# ---- block 1 ----
$ cat src/rtl/uart_rx_frame_receiver_pkg.sv
// rtl/uart_rx_frame_receiver_pkg.sv - shared types and constants for the UART receive stage
package uart_rx_frame_receiver_pkg;

  localparam int DATA_WIDTH_DEF = 8;
  localparam int PRESC_W_DEF    = 6;

  localparam logic PARITY_EVEN = 1'b0;
  localparam logic PARITY_ODD  = 1'b1;

  typedef enum logic [2:0] {
    ST_IDLE   = 3'd0,
    ST_START  = 3'd1,
    ST_DATA   = 3'd2,
    ST_PARITY = 3'd3,
    ST_STOP   = 3'd4
  } rx_state_e;

  // 2-of-3 majority used to resolve each oversampled bit
  function automatic logic maj3(input logic a, input logic b, input logic c);
    return (a & b) | (a & c) | (b & c);
  endfunction

endpackage

$ cat src/rtl/uart_rx_frame_receiver_if.sv
// rtl/uart_rx_frame_receiver_if.sv - parallel result bundle from the UART receiver to downstream logic
interface uart_rx_frame_receiver_if
  import uart_rx_frame_receiver_pkg::*;
#(
  parameter int DATA_WIDTH = DATA_WIDTH_DEF
);

  logic [DATA_WIDTH-1:0] o_data;
  logic                  o_data_valid;
  logic                  o_parity_error;
  logic                  o_stop_error;
  logic                  o_busy;

  modport master (
    output o_data,
    output o_data_valid,
    output o_parity_error,
    output o_stop_error,
    output o_busy
  );

  modport slave (
    input o_data,
    input o_data_valid,
    input o_parity_error,
    input o_stop_error,
    input o_busy
  );

endinterface

$ cat src/rtl/uart_rx_bit_sampler.sv
// rtl/uart_rx_bit_sampler.sv - per-bit edge counter with 3-point majority vote around mid-bit
module uart_rx_bit_sampler
  import uart_rx_frame_receiver_pkg::*;
#(
  parameter int PRESC_W = PRESC_W_DEF
) (
  input  logic               i_clk,
  input  logic               i_rst,
  input  logic               i_clr_i,
  input  logic               i_rx_s_i,
  input  logic [PRESC_W-1:0] i_prescale_i,
  output logic               o_bit_done_o,
  output logic               o_bit_value_o,
  output logic               o_bit_end_o
);

  localparam logic [PRESC_W-1:0] ONE = PRESC_W'(1);

  logic [PRESC_W-1:0] cnt_q, cnt_d;
  logic [PRESC_W-1:0] half;
  logic               s0_q, s1_q;

  assign half          = {1'b0, i_prescale_i[PRESC_W-1:1]};
  assign o_bit_end_o   = (cnt_q == i_prescale_i - ONE);
  assign o_bit_done_o  = (cnt_q == half + ONE);
  // Third sample is taken live at resolution time, so the vote is ready that same cycle
  assign o_bit_value_o = maj3(s0_q, s1_q, i_rx_s_i);

  // Counter restarts at every bit boundary and is held at 0 whenever the FSM is heading to IDLE
  always_comb begin
    cnt_d = cnt_q + ONE;
    if (i_clr_i || o_bit_end_o) begin
      cnt_d = '0;
    end
  end

  // Edge counter and the two early samples (counts M-1 and M)
  always_ff @(posedge i_clk or negedge i_rst) begin
    if (!i_rst) begin
      cnt_q <= '0;
      s0_q  <= 1'b1;
      s1_q  <= 1'b1;
    end else begin
      cnt_q <= cnt_d;
      if (cnt_q == half - ONE) s0_q <= i_rx_s_i;
      if (cnt_q == half)       s1_q <= i_rx_s_i;
    end
  end

endmodule

$ cat src/rtl/uart_rx_frame_receiver.sv
// rtl/uart_rx_frame_receiver.sv - UART receive stage: frame FSM, parity/stop check, parallel output
module uart_rx_frame_receiver
  import uart_rx_frame_receiver_pkg::*;
#(
  parameter int DATA_WIDTH = DATA_WIDTH_DEF,
  parameter int PRESC_W    = PRESC_W_DEF
) (
  input  logic                         i_clk,
  input  logic                         i_rst,
  input  logic                         i_rx_in,
  input  logic [PRESC_W-1:0]           i_prescale,
  input  logic                         i_parity_enable,
  input  logic                         i_parity_type,
  uart_rx_frame_receiver_if.master     rx_if_o
);

  localparam int BC_W = $clog2(DATA_WIDTH);
  localparam logic [BC_W-1:0] BIT_LAST = BC_W'(DATA_WIDTH - 1);
  localparam logic [BC_W-1:0] BIT_ONE  = BC_W'(1);

  logic                  rx_meta_q, rx_s_q;
  rx_state_e             state_q, state_d;
  logic [PRESC_W-1:0]    presc_q, presc_d;
  logic                  par_en_q, par_en_d;
  logic                  par_type_q, par_type_d;
  logic                  par_err_q, par_err_d;
  logic [BC_W-1:0]       bit_cnt_q, bit_cnt_d;
  logic [DATA_WIDTH-1:0] shift_q, shift_d;
  logic [DATA_WIDTH-1:0] data_q, data_d;
  logic                  valid_q, valid_d;
  logic                  perr_q, perr_d;
  logic                  serr_q, serr_d;

  logic bit_done, bit_value, bit_end, samp_clr;

  // Counter is cleared whenever the FSM will sit in IDLE, so the detect cycle is count 0
  assign samp_clr = (state_d == ST_IDLE);

  uart_rx_bit_sampler #(.PRESC_W(PRESC_W)) u_sampler (
    .i_clk         (i_clk),
    .i_rst         (i_rst),
    .i_clr_i       (samp_clr),
    .i_rx_s_i      (rx_s_q),
    .i_prescale_i  (presc_q),
    .o_bit_done_o  (bit_done),
    .o_bit_value_o (bit_value),
    .o_bit_end_o   (bit_end)
  );

  // Two-flop synchronizer for the asynchronous serial line
  always_ff @(posedge i_clk or negedge i_rst) begin
    if (!i_rst) begin
      rx_meta_q <= 1'b1;
      rx_s_q    <= 1'b1;
    end else begin
      rx_meta_q <= i_rx_in;
      rx_s_q    <= rx_meta_q;
    end
  end

  // Frame FSM: config latch, data shift, parity/stop evaluation and result strobes
  always_comb begin
    state_d    = state_q;
    presc_d    = presc_q;
    par_en_d   = par_en_q;
    par_type_d = par_type_q;
    par_err_d  = par_err_q;
    bit_cnt_d  = bit_cnt_q;
    shift_d    = shift_q;
    data_d     = data_q;
    valid_d    = 1'b0;
    perr_d     = 1'b0;
    serr_d     = 1'b0;
    case (state_q)
      ST_IDLE: begin
        if (!rx_s_q) begin
          state_d    = ST_START;
          presc_d    = i_prescale;
          par_en_d   = i_parity_enable;
          par_type_d = i_parity_type;
          par_err_d  = 1'b0;
          bit_cnt_d  = '0;
        end
      end
      ST_START: begin
        if (bit_done && bit_value) begin
          state_d = ST_IDLE;
        end else if (bit_end) begin
          state_d = ST_DATA;
        end
      end
      ST_DATA: begin
        if (bit_done) begin
          shift_d = {bit_value, shift_q[DATA_WIDTH-1:1]};
        end
        if (bit_end) begin
          if (bit_cnt_q == BIT_LAST) begin
            bit_cnt_d = '0;
            state_d   = par_en_q ? ST_PARITY : ST_STOP;
          end else begin
            bit_cnt_d = bit_cnt_q + BIT_ONE;
          end
        end
      end
      ST_PARITY: begin
        if (bit_done && (bit_value != ((^shift_q) ^ (par_type_q == PARITY_ODD)))) begin
          par_err_d = 1'b1;
        end
        if (bit_end) begin
          state_d = ST_STOP;
        end
      end
      ST_STOP: begin
        // Leave as soon as the stop bit is resolved so an immediately following start is caught
        if (bit_done) begin
          state_d = ST_IDLE;
          perr_d  = par_err_q;
          serr_d  = !bit_value;
          if (bit_value && !par_err_q) begin
            data_d  = shift_q;
            valid_d = 1'b1;
          end
        end
      end
      default: state_d = ST_IDLE;
    endcase
  end

  // State, latched configuration, datapath and output registers
  always_ff @(posedge i_clk or negedge i_rst) begin
    if (!i_rst) begin
      state_q    <= ST_IDLE;
      presc_q    <= '0;
      par_en_q   <= 1'b0;
      par_type_q <= PARITY_EVEN;
      par_err_q  <= 1'b0;
      bit_cnt_q  <= '0;
      shift_q    <= '0;
      data_q     <= '0;
      valid_q    <= 1'b0;
      perr_q     <= 1'b0;
      serr_q     <= 1'b0;
    end else begin
      state_q    <= state_d;
      presc_q    <= presc_d;
      par_en_q   <= par_en_d;
      par_type_q <= par_type_d;
      par_err_q  <= par_err_d;
      bit_cnt_q  <= bit_cnt_d;
      shift_q    <= shift_d;
      data_q     <= data_d;
      valid_q    <= valid_d;
      perr_q     <= perr_d;
      serr_q     <= serr_d;
    end
  end

  assign rx_if_o.o_data         = data_q;
  assign rx_if_o.o_data_valid   = valid_q;
  assign rx_if_o.o_parity_error = perr_q;
  assign rx_if_o.o_stop_error   = serr_q;
  assign rx_if_o.o_busy         = (state_q != ST_IDLE);

endmodule
$ cat src/flat_wrapper.sv
// flat-port wrapper written by rule: the top's interface ports become plain ports
module uart_rx_frame_receiver_flat import uart_rx_frame_receiver_pkg::*;
#(
  parameter int DATA_WIDTH = DATA_WIDTH_DEF,
  parameter int PRESC_W    = PRESC_W_DEF
)
  (i_clk, i_rst, i_rx_in, i_prescale, i_parity_enable, i_parity_type, rx_if_o_o_data, rx_if_o_o_data_valid, rx_if_o_o_parity_error, rx_if_o_o_stop_error, rx_if_o_o_busy);
  uart_rx_frame_receiver_if #(.DATA_WIDTH(DATA_WIDTH)) rx_if_o_i ();
  input  logic i_clk;
  input  logic i_rst;
  input  logic i_rx_in;
  input  logic [PRESC_W-1:0] i_prescale;
  input  logic i_parity_enable;
  input  logic i_parity_type;
  output wire logic [$bits(rx_if_o_i.o_data)-1:0] rx_if_o_o_data;
  output wire logic [$bits(rx_if_o_i.o_data_valid)-1:0] rx_if_o_o_data_valid;
  output wire logic [$bits(rx_if_o_i.o_parity_error)-1:0] rx_if_o_o_parity_error;
  output wire logic [$bits(rx_if_o_i.o_stop_error)-1:0] rx_if_o_o_stop_error;
  output wire logic [$bits(rx_if_o_i.o_busy)-1:0] rx_if_o_o_busy;
  assign rx_if_o_o_data = rx_if_o_i.o_data;
  assign rx_if_o_o_data_valid = rx_if_o_i.o_data_valid;
  assign rx_if_o_o_parity_error = rx_if_o_i.o_parity_error;
  assign rx_if_o_o_stop_error = rx_if_o_i.o_stop_error;
  assign rx_if_o_o_busy = rx_if_o_i.o_busy;
  uart_rx_frame_receiver #(.DATA_WIDTH(DATA_WIDTH), .PRESC_W(PRESC_W)) u_core (.i_clk(i_clk), .i_rst(i_rst), .i_rx_in(i_rx_in), .i_prescale(i_prescale), .i_parity_enable(i_parity_enable), .i_parity_type(i_parity_type), .rx_if_o(rx_if_o_i));
endmodule
$ cat config.mk
export PLATFORM = sky130hd
export DESIGN_NAME = uart_rx_frame_receiver_flat
export DESIGN_NICKNAME = d
export VERILOG_FILES = /design/src/rtl/uart_rx_frame_receiver_pkg.sv /design/src/rtl/uart_rx_frame_receiver_if.sv /design/src/rtl/uart_rx_bit_sampler.sv /design/src/rtl/uart_rx_frame_receiver.sv /design/src/flat_wrapper.sv
export SDC_FILE = /design/constraint.sdc
export NUM_CORES = 1
export LEC_CHECK = 0
export CAP_MARGIN = 25
export CORE_UTILIZATION = 64
export CTS_BUF_LIST = sky130_fd_sc_hd__clkbuf_2
export DETAILED_ROUTE_END_ITERATION = 6
export PLACE_DENSITY = 0.85
export SETUP_SLACK_MARGIN = 0.05
export SYNTH_ARGS = -nofsm -noshare
export SYNTH_HDL_FRONTEND = slang
export SYNTH_SLANG_ARGS = --single-unit
$ cat constraint.sdc
create_clock -name i_clk -period 4.1 [get_ports i_clk]
set_clock_uncertainty 0.1 [all_clocks]
set_input_delay 0.615 -clock i_clk [delete_from_list [all_inputs] [get_ports i_clk]]
set_output_delay 0.615 -clock i_clk [all_outputs]
set_load 0.01 [all_outputs]
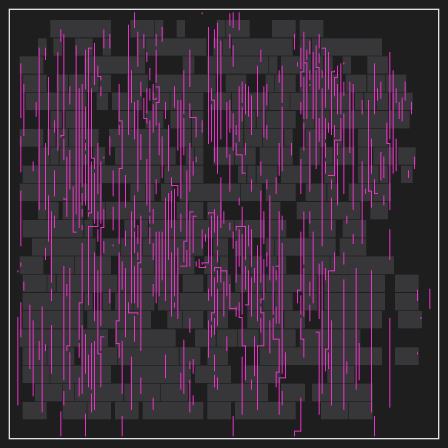
**Above:** block 1 (the metal 2 layer).
share of all routed wire: 46%
nets with wire on the layer: 215
longest straight run: 25.2 um
wire length on this layer: 2220 um
main direction: vertical
DR vias: 1752
M2 GR Usage: 0.394
Total Wirelength: 4850 um

==> flow_metrics.env <==
# implementation run metrics
export IMPL_status="finished, final reports clean"
export IMPL_met2_length_um=2220
export IMPL_seq_area_frac=0.402
export IMPL_io_pins=23
export IMPL_critPathMaxFanout=10
export IMPL_diodes=0
export IMPL_clkbuf_count=7
export IMPL_dp_final_hpwl_um=3440
export IMPL_dp_cells=288
export IMPL_nNonClkInverters=7
export IMPL_internal_power_mw=0.954
export IMPL_tightest_slew_ns=0.815
export IMPL_area_growth_pct=11.8
export IMPL_overflow=0
export IMPL_async_flop_share=1.00
export IMPL_ir_drop_uv=357
export IMPL_slowest_delay_ns=0.63
export IMPL_syn_num_nets=245
-- how the worst max path moves through the flow --
stage	start	end	slack, ns	cells after the start
after detailed placement	u_core.presc_q[2]	u_core.rx_if_o.o_data[5]	1.34	7
after floorplan	u_core.presc_q[2]	u_core.rx_if_o.o_data[0]	1.63	8
after global placement	u_core.presc_q[2]	u_core.rx_if_o.o_data[2]	1.41	7
final	u_core.presc_q[2]	u_core.rx_if_o.o_data[5]	1.30	7
after global routing	u_core.presc_q[2]	u_core.rx_if_o.o_data[5]	1.12	7
after CTS	u_core.presc_q[2]	u_core.rx_if_o.o_data[5]	1.29	7

# ---- block 2 ----
**Block 2: the metal 2 layer**

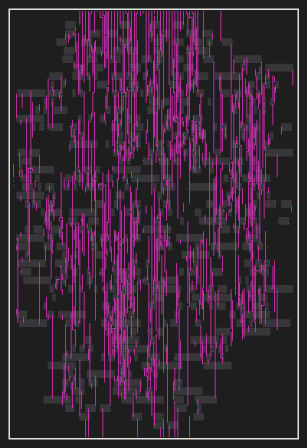
**Block 2: placed standard cells**

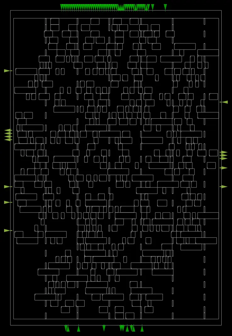
[src/rtl/sector_read_sequencer_if.sv]
// Bus between command_fsm / read datapath and the sector read sequencer.
// The master side issues the command and drives the datapath inputs;
// the slave side is the sequencer itself.
interface sector_read_sequencer_if;
  // command side
  logic       start;
  logic       abort;
  logic [7:0] target_c;
  logic [7:0] target_h;
  logic [7:0] target_r;
  logic [7:0] target_n;
  // datapath side
  logic       index_pulse;
  logic       sync_acquired;
  logic [7:0] byte_in;
  logic       byte_valid;
  logic       crc_valid;
  logic       fifo_full;
  // sequencer outputs
  logic       read_enable;
  logic       crc_init;
  logic [7:0] data_out;
  logic       data_valid;
  logic       busy;
  logic       done;
  logic       missing_am;
  logic       no_data;
  logic       crc_error_id;
  logic       crc_error_data;
  logic       overrun;
  logic       deleted_mark;

  modport master (
    output start, abort, target_c, target_h, target_r, target_n,
    output index_pulse, sync_acquired, byte_in, byte_valid, crc_valid, fifo_full,
    input  read_enable, crc_init, data_out, data_valid, busy, done,
    input  missing_am, no_data, crc_error_id, crc_error_data, overrun, deleted_mark
  );

  modport slave (
    input  start, abort, target_c, target_h, target_r, target_n,
    input  index_pulse, sync_acquired, byte_in, byte_valid, crc_valid, fifo_full,
    output read_enable, crc_init, data_out, data_valid, busy, done,
    output missing_am, no_data, crc_error_id, crc_error_data, overrun, deleted_mark
  );
endinterface

[src/rtl/sector_read_sequencer.sv]
// Single-sector read sequencer: hunts for the ID field matching C/H/R/N,
// locates the data field, streams data bytes to the FIFO and reports
// 82077-style status flags.
//
// state         | meaning
// --------------+-------------------------------------------------------
// IDLE          | waiting for start; flags hold the last result
// WAIT_ID_AM    | hunting for an ID address mark (0xFE)
// READ_ID       | collecting C, H, R, N, CRC1, CRC2
// CHECK_ID      | sampling crc_valid and the target comparison
// WAIT_DATA_AM  | hunting for the data mark (0xFB / 0xF8) inside the window
// READ_DATA     | forwarding data bytes, then swallowing the two CRC bytes
// CHECK_DATA    | sampling crc_valid for the data field
// DONE          | one-cycle completion pulse
module sector_read_sequencer #(
  parameter int MAX_REVS       = 2,
  parameter int DATA_AM_WINDOW = 43
) (
  input logic                    clk_i,
  input logic                    reset_i,
  sector_read_sequencer_if.slave bus
);

  localparam int REV_W = $clog2(MAX_REVS + 1);
  localparam int WIN_W = $clog2(DATA_AM_WINDOW + 1);

  localparam logic [7:0] MARK_ID   = 8'hFE;
  localparam logic [7:0] MARK_DATA = 8'hFB;
  localparam logic [7:0] MARK_DEL  = 8'hF8;

  typedef enum logic [2:0] {
    ST_IDLE,
    ST_WAIT_ID_AM,
    ST_READ_ID,
    ST_CHECK_ID,
    ST_WAIT_DATA_AM,
    ST_READ_DATA,
    ST_CHECK_DATA,
    ST_DONE
  } state_t;

  state_t             state_q, state_d;
  logic               sync_q, sync_d;
  logic               idx_q, idx_d;
  logic [REV_W-1:0]   rev_cnt_q, rev_cnt_d;
  logic               mark_pend_q, mark_pend_d;
  logic [2:0]         id_cnt_q, id_cnt_d;
  logic               id_match_q, id_match_d;
  logic [WIN_W-1:0]   win_cnt_q, win_cnt_d;
  logic [14:0]        byte_cnt_q, byte_cnt_d;
  logic               crc_cnt_q, crc_cnt_d;
  logic               id_seen_q, id_seen_d;
  logic               id_crc_seen_q, id_crc_seen_d;
  logic               missing_am_q, missing_am_d;
  logic               no_data_q, no_data_d;
  logic               crc_error_id_q, crc_error_id_d;
  logic               crc_error_data_q, crc_error_data_d;
  logic               overrun_q, overrun_d;
  logic               deleted_mark_q, deleted_mark_d;

  logic               sync_rise;
  logic               idx_rise;
  logic               mark_strobe;
  logic               rev_reached;
  logic               timeout_hit;
  logic               data_valid_c;
  logic [7:0]         id_target;

  assign sync_rise   = bus.sync_acquired & ~sync_q;
  assign idx_rise    = bus.index_pulse & ~idx_q;
  // A byte arriving in the same cycle as the sync rise precedes the mark.
  assign mark_strobe = bus.byte_valid & mark_pend_q & ~sync_rise;
  assign rev_reached = (rev_cnt_q == REV_W'(MAX_REVS));

  // Target byte the current ID byte is compared against.
  always_comb begin
    id_target = bus.target_n;
    case (id_cnt_q)
      3'd0:    id_target = bus.target_c;
      3'd1:    id_target = bus.target_h;
      3'd2:    id_target = bus.target_r;
      default: id_target = bus.target_n;
    endcase
  end

  // State and datapath register update.
  always_ff @(posedge clk_i or posedge reset_i) begin
    if (reset_i) begin
      state_q          <= ST_IDLE;
      sync_q           <= 1'b0;
      idx_q            <= 1'b0;
      rev_cnt_q        <= '0;
      mark_pend_q      <= 1'b0;
      id_cnt_q         <= '0;
      id_match_q       <= 1'b0;
      win_cnt_q        <= '0;
      byte_cnt_q       <= '0;
      crc_cnt_q        <= 1'b0;
      id_seen_q        <= 1'b0;
      id_crc_seen_q    <= 1'b0;
      missing_am_q     <= 1'b0;
      no_data_q        <= 1'b0;
      crc_error_id_q   <= 1'b0;
      crc_error_data_q <= 1'b0;
      overrun_q        <= 1'b0;
      deleted_mark_q   <= 1'b0;
    end else begin
      state_q          <= state_d;
      sync_q           <= sync_d;
      idx_q            <= idx_d;
      rev_cnt_q        <= rev_cnt_d;
      mark_pend_q      <= mark_pend_d;
      id_cnt_q         <= id_cnt_d;
      id_match_q       <= id_match_d;
      win_cnt_q        <= win_cnt_d;
      byte_cnt_q       <= byte_cnt_d;
      crc_cnt_q        <= crc_cnt_d;
      id_seen_q        <= id_seen_d;
      id_crc_seen_q    <= id_crc_seen_d;
      missing_am_q     <= missing_am_d;
      no_data_q        <= no_data_d;
      crc_error_id_q   <= crc_error_id_d;
      crc_error_data_q <= crc_error_data_d;
      overrun_q        <= overrun_d;
      deleted_mark_q   <= deleted_mark_d;
    end
  end

  // Next-state, counters, flags and the per-byte FIFO strobe.
  always_comb begin
    state_d          = state_q;
    sync_d           = bus.sync_acquired;
    idx_d            = bus.index_pulse;
    rev_cnt_d        = rev_cnt_q;
    mark_pend_d      = mark_pend_q;
    id_cnt_d         = id_cnt_q;
    id_match_d       = id_match_q;
    win_cnt_d        = win_cnt_q;
    byte_cnt_d       = byte_cnt_q;
    crc_cnt_d        = crc_cnt_q;
    id_seen_d        = id_seen_q;
    id_crc_seen_d    = id_crc_seen_q;
    missing_am_d     = missing_am_q;
    no_data_d        = no_data_q;
    crc_error_id_d   = crc_error_id_q;
    crc_error_data_d = crc_error_data_q;
    overrun_d        = overrun_q;
    deleted_mark_d   = deleted_mark_q;
    timeout_hit      = 1'b0;
    data_valid_c     = 1'b0;

    // Every sync rise arms the mark detector; the next byte is the mark.
    if (sync_rise) begin
      mark_pend_d = 1'b1;
    end else if (mark_strobe) begin
      mark_pend_d = 1'b0;
    end

    // Revolutions are only counted while hunting for the ID.
    if (((state_q == ST_WAIT_ID_AM) || (state_q == ST_READ_ID)) && idx_rise && !rev_reached) begin
      rev_cnt_d = rev_cnt_q + REV_W'(1);
    end

    case (state_q)
      ST_IDLE: begin
        if (bus.start) begin
          state_d          = ST_WAIT_ID_AM;
          rev_cnt_d        = '0;
          mark_pend_d      = 1'b0;
          id_seen_d        = 1'b0;
          id_crc_seen_d    = 1'b0;
          missing_am_d     = 1'b0;
          no_data_d        = 1'b0;
          crc_error_id_d   = 1'b0;
          crc_error_data_d = 1'b0;
          overrun_d        = 1'b0;
          deleted_mark_d   = 1'b0;
        end
      end

      ST_WAIT_ID_AM: begin
        if (mark_strobe && (bus.byte_in == MARK_ID)) begin
          state_d    = ST_READ_ID;
          id_seen_d  = 1'b1;
          id_cnt_d   = '0;
          id_match_d = 1'b1;
        end else if (rev_reached) begin
          timeout_hit = 1'b1;
        end
      end

      // An ID already under way is allowed to finish; the revolution
      // limit is then applied in CHECK_ID if it did not match.
      ST_READ_ID: begin
        if (sync_rise) begin
          state_d = ST_WAIT_ID_AM;
        end else if (bus.byte_valid) begin
          if (id_cnt_q < 3'd4) begin
            id_match_d = id_match_q & (bus.byte_in == id_target);
          end
          if (id_cnt_q == 3'd5) begin
            state_d = ST_CHECK_ID;
          end else begin
            id_cnt_d = id_cnt_q + 3'd1;
          end
        end
      end

      ST_CHECK_ID: begin
        if (!bus.crc_valid) begin
          id_crc_seen_d = 1'b1;
          state_d       = ST_WAIT_ID_AM;
          timeout_hit   = rev_reached;
        end else if (id_match_q) begin
          state_d   = ST_WAIT_DATA_AM;
          win_cnt_d = '0;
        end else begin
          state_d     = ST_WAIT_ID_AM;
          timeout_hit = rev_reached;
        end
      end

      ST_WAIT_DATA_AM: begin
        if (mark_strobe) begin
          if ((bus.byte_in == MARK_DATA) || (bus.byte_in == MARK_DEL)) begin
            state_d        = ST_READ_DATA;
            byte_cnt_d     = 15'd128 << bus.target_n[2:0];
            crc_cnt_d      = 1'b0;
            deleted_mark_d = (bus.byte_in == MARK_DEL);
          end else begin
            missing_am_d = 1'b1;
            state_d      = ST_DONE;
          end
        end else if (bus.byte_valid) begin
          win_cnt_d = win_cnt_q + WIN_W'(1);
          if ((win_cnt_q == WIN_W'(DATA_AM_WINDOW - 1)) && !mark_pend_q && !sync_rise) begin
            missing_am_d = 1'b1;
            state_d      = ST_DONE;
          end
        end
      end

      ST_READ_DATA: begin
        if (bus.byte_valid) begin
          if (byte_cnt_q != 15'd0) begin
            if (bus.fifo_full) begin
              overrun_d = 1'b1;
              state_d   = ST_DONE;
            end else begin
              data_valid_c = 1'b1;
              byte_cnt_d   = byte_cnt_q - 15'd1;
            end
          end else if (crc_cnt_q) begin
            state_d = ST_CHECK_DATA;
          end else begin
            crc_cnt_d = 1'b1;
          end
        end
      end

      ST_CHECK_DATA: begin
        crc_error_data_d = ~bus.crc_valid;
        state_d          = ST_DONE;
      end

      ST_DONE: begin
        state_d = ST_IDLE;
      end

      default: begin
        state_d = ST_IDLE;
      end
    endcase

    // Search exhausted: report the most specific thing that was seen.
    if (timeout_hit) begin
      state_d = ST_DONE;
      if (id_crc_seen_d) begin
        crc_error_id_d = 1'b1;
      end else if (id_seen_d) begin
        no_data_d = 1'b1;
      end else begin
        missing_am_d = 1'b1;
      end
    end

    if (bus.abort) begin
      state_d          = ST_IDLE;
      rev_cnt_d        = '0;
      mark_pend_d      = 1'b0;
      id_seen_d        = 1'b0;
      id_crc_seen_d    = 1'b0;
      missing_am_d     = 1'b0;
      no_data_d        = 1'b0;
      crc_error_id_d   = 1'b0;
      crc_error_data_d = 1'b0;
      overrun_d        = 1'b0;
      deleted_mark_d   = 1'b0;
      data_valid_c     = 1'b0;
    end
  end

  assign bus.busy           = (state_q != ST_IDLE) && (state_q != ST_DONE);
  assign bus.read_enable    = bus.busy;
  assign bus.done           = (state_q == ST_DONE);
  assign bus.crc_init       = sync_rise & bus.busy;
  assign bus.data_valid     = data_valid_c;
  assign bus.data_out       = data_valid_c ? bus.byte_in : 8'h00;
  assign bus.missing_am     = missing_am_q;
  assign bus.no_data        = no_data_q;
  assign bus.crc_error_id   = crc_error_id_q;
  assign bus.crc_error_data = crc_error_data_q;
  assign bus.overrun        = overrun_q;
  assign bus.deleted_mark   = deleted_mark_q;

endmodule

[src/flat_wrapper.sv]
// flat-port wrapper written by rule: the top's interface ports become plain ports
module sector_read_sequencer_flat 
#(
  parameter int MAX_REVS       = 2,
  parameter int DATA_AM_WINDOW = 43
)
  (clk_i, reset_i, bus_start, bus_abort, bus_target_c, bus_target_h, bus_target_r, bus_target_n, bus_index_pulse, bus_sync_acquired, bus_byte_in, bus_byte_valid, bus_crc_valid, bus_fifo_full, bus_read_enable, bus_crc_init, bus_data_out, bus_data_valid, bus_busy, bus_done, bus_missing_am, bus_no_data, bus_crc_error_id, bus_crc_error_data, bus_overrun, bus_deleted_mark);
  sector_read_sequencer_if bus_i ();
  input logic clk_i;
  input logic reset_i;
  input wire logic [$bits(bus_i.start)-1:0] bus_start;
  input wire logic [$bits(bus_i.abort)-1:0] bus_abort;
  input wire logic [$bits(bus_i.target_c)-1:0] bus_target_c;
  input wire logic [$bits(bus_i.target_h)-1:0] bus_target_h;
  input wire logic [$bits(bus_i.target_r)-1:0] bus_target_r;
  input wire logic [$bits(bus_i.target_n)-1:0] bus_target_n;
  input wire logic [$bits(bus_i.index_pulse)-1:0] bus_index_pulse;
  input wire logic [$bits(bus_i.sync_acquired)-1:0] bus_sync_acquired;
  input wire logic [$bits(bus_i.byte_in)-1:0] bus_byte_in;
  input wire logic [$bits(bus_i.byte_valid)-1:0] bus_byte_valid;
  input wire logic [$bits(bus_i.crc_valid)-1:0] bus_crc_valid;
  input wire logic [$bits(bus_i.fifo_full)-1:0] bus_fifo_full;
  output wire logic [$bits(bus_i.read_enable)-1:0] bus_read_enable;
  output wire logic [$bits(bus_i.crc_init)-1:0] bus_crc_init;
  output wire logic [$bits(bus_i.data_out)-1:0] bus_data_out;
  output wire logic [$bits(bus_i.data_valid)-1:0] bus_data_valid;
  output wire logic [$bits(bus_i.busy)-1:0] bus_busy;
  output wire logic [$bits(bus_i.done)-1:0] bus_done;
  output wire logic [$bits(bus_i.missing_am)-1:0] bus_missing_am;
  output wire logic [$bits(bus_i.no_data)-1:0] bus_no_data;
  output wire logic [$bits(bus_i.crc_error_id)-1:0] bus_crc_error_id;
  output wire logic [$bits(bus_i.crc_error_data)-1:0] bus_crc_error_data;
  output wire logic [$bits(bus_i.overrun)-1:0] bus_overrun;
  output wire logic [$bits(bus_i.deleted_mark)-1:0] bus_deleted_mark;
  assign bus_i.start = bus_start;
  assign bus_i.abort = bus_abort;
  assign bus_i.target_c = bus_target_c;
  assign bus_i.target_h = bus_target_h;
  assign bus_i.target_r = bus_target_r;
  assign bus_i.target_n = bus_target_n;
  assign bus_i.index_pulse = bus_index_pulse;
  assign bus_i.sync_acquired = bus_sync_acquired;
  assign bus_i.byte_in = bus_byte_in;
  assign bus_i.byte_valid = bus_byte_valid;
  assign bus_i.crc_valid = bus_crc_valid;
  assign bus_i.fifo_full = bus_fifo_full;
  assign bus_read_enable = bus_i.read_enable;
  assign bus_crc_init = bus_i.crc_init;
  assign bus_data_out = bus_i.data_out;
  assign bus_data_valid = bus_i.data_valid;
  assign bus_busy = bus_i.busy;
  assign bus_done = bus_i.done;
  assign bus_missing_am = bus_i.missing_am;
  assign bus_no_data = bus_i.no_data;
  assign bus_crc_error_id = bus_i.crc_error_id;
  assign bus_crc_error_data = bus_i.crc_error_data;
  assign bus_overrun = bus_i.overrun;
  assign bus_deleted_mark = bus_i.deleted_mark;
  sector_read_sequencer #(.MAX_REVS(MAX_REVS), .DATA_AM_WINDOW(DATA_AM_WINDOW)) u_core (.clk_i(clk_i), .reset_i(reset_i), .bus(bus_i));
endmodule
[config.mk]
export PLATFORM = sky130hd
export DESIGN_NAME = sector_read_sequencer_flat
export DESIGN_NICKNAME = d
export VERILOG_FILES = /design/src/rtl/sector_read_sequencer_if.sv /design/src/rtl/sector_read_sequencer.sv /design/src/flat_wrapper.sv
export SDC_FILE = /design/constraint.sdc
export NUM_CORES = 1
export LEC_CHECK = 0
export CAP_MARGIN = 10
export CELL_PAD_IN_SITES_DETAIL_PLACEMENT = 1
export CELL_PAD_IN_SITES_GLOBAL_PLACEMENT = 1
export CORE_ASPECT_RATIO = 1.5
export CORE_UTILIZATION = 25
export DETAILED_ROUTE_END_ITERATION = 8
export GPL_TIMING_DRIVEN = 0
export PLACE_DENSITY = 0.55
export SYNTH_ARGS = -nofsm -noshare
export SYNTH_HDL_FRONTEND = slang
export SYNTH_SLANG_ARGS = --single-unit
[constraint.sdc]
create_clock -name clk_i -period 7.08 [get_ports clk_i]
set_input_delay 0.708 -clock clk_i [delete_from_list [all_inputs] [get_ports clk_i]]
set_output_delay 0.708 -clock clk_i [all_outputs]
set_load 0.01 [all_outputs]
==> flow_metrics.env <==
# implementation run metrics
export IMPL_cts_htree_levels=2
export IMPL_yosys_cells=373
export IMPL_fp_util=0.260
export IMPL_gp_congestion=0.818
export IMPL_switchingPower_mw=0.322
export IMPL_synth_cell_type_count=54
export IMPL_hold_depth=1
export IMPL_p_seq_frac=0.316
export IMPL_top_layer="met4"
export IMPL_grt_max_degree=37
export IMPL_final_nonclk_buf_share=0.190
export IMPL_grt_met3_usage=0.0233
export IMPL_combPwrFrac=0.406
export IMPL_rsz0062_at_grt="no"
export IMPL_p_comb_mw=0.344
export IMPL_min_delay_start="u_core.bus.crc_error_id"
export IMPL_wl_per_cell_um=17.9
export IMPL_status="finished, final reports clean"
export IMPL_switching_share=0.380
export IMPL_hold_viol=0
export IMPL_fp_dieH_um=137
export IMPL_viasPerCell=5.22
export IMPL_critPathLaunch="u_core.state_q[0]"
About 'the metal 2 layer' of block 2:
wire length on this layer: 5910 um
main direction: vertical
longest straight run: 57.1 um
DR vias: 3118
M2 GR Usage: 0.339
Total Wirelength: 10700 um

About 'placed standard cells' of block 2:
tap cell count: 150
Cell Rows: 48

cells by family after synthesis:
kind of cell	after synthesis	synth area share
adder cells (fa/ha/maj)	8	0.0331
multiplexers	3	0.00993
buffers and inverters	35	0.0509
flip-flops	42	0.348
XOR/XNOR	13	0.0377
AND-OR/OR-AND	107	0.231
AND/OR/NAND/NOR	165	0.290


==> notes/layouts.md <==
Pictures saved along the way, in no particular order.

The metal 1 layer.
shot_01.png
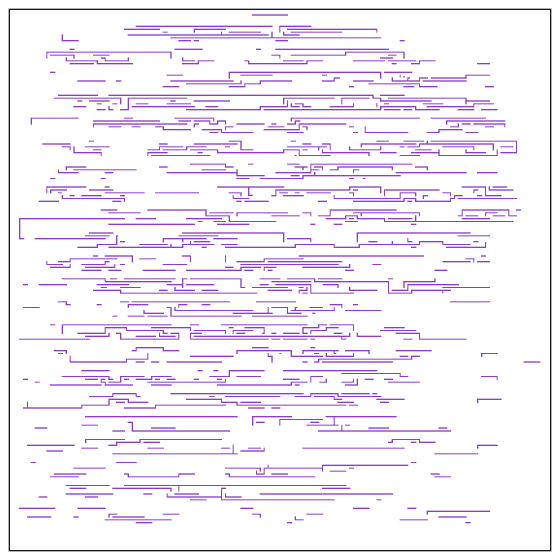
shot_02.png
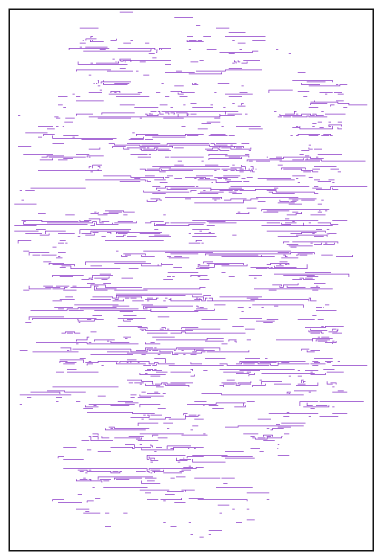
shot_02.png is block 2.
shot_01.png is block 1.

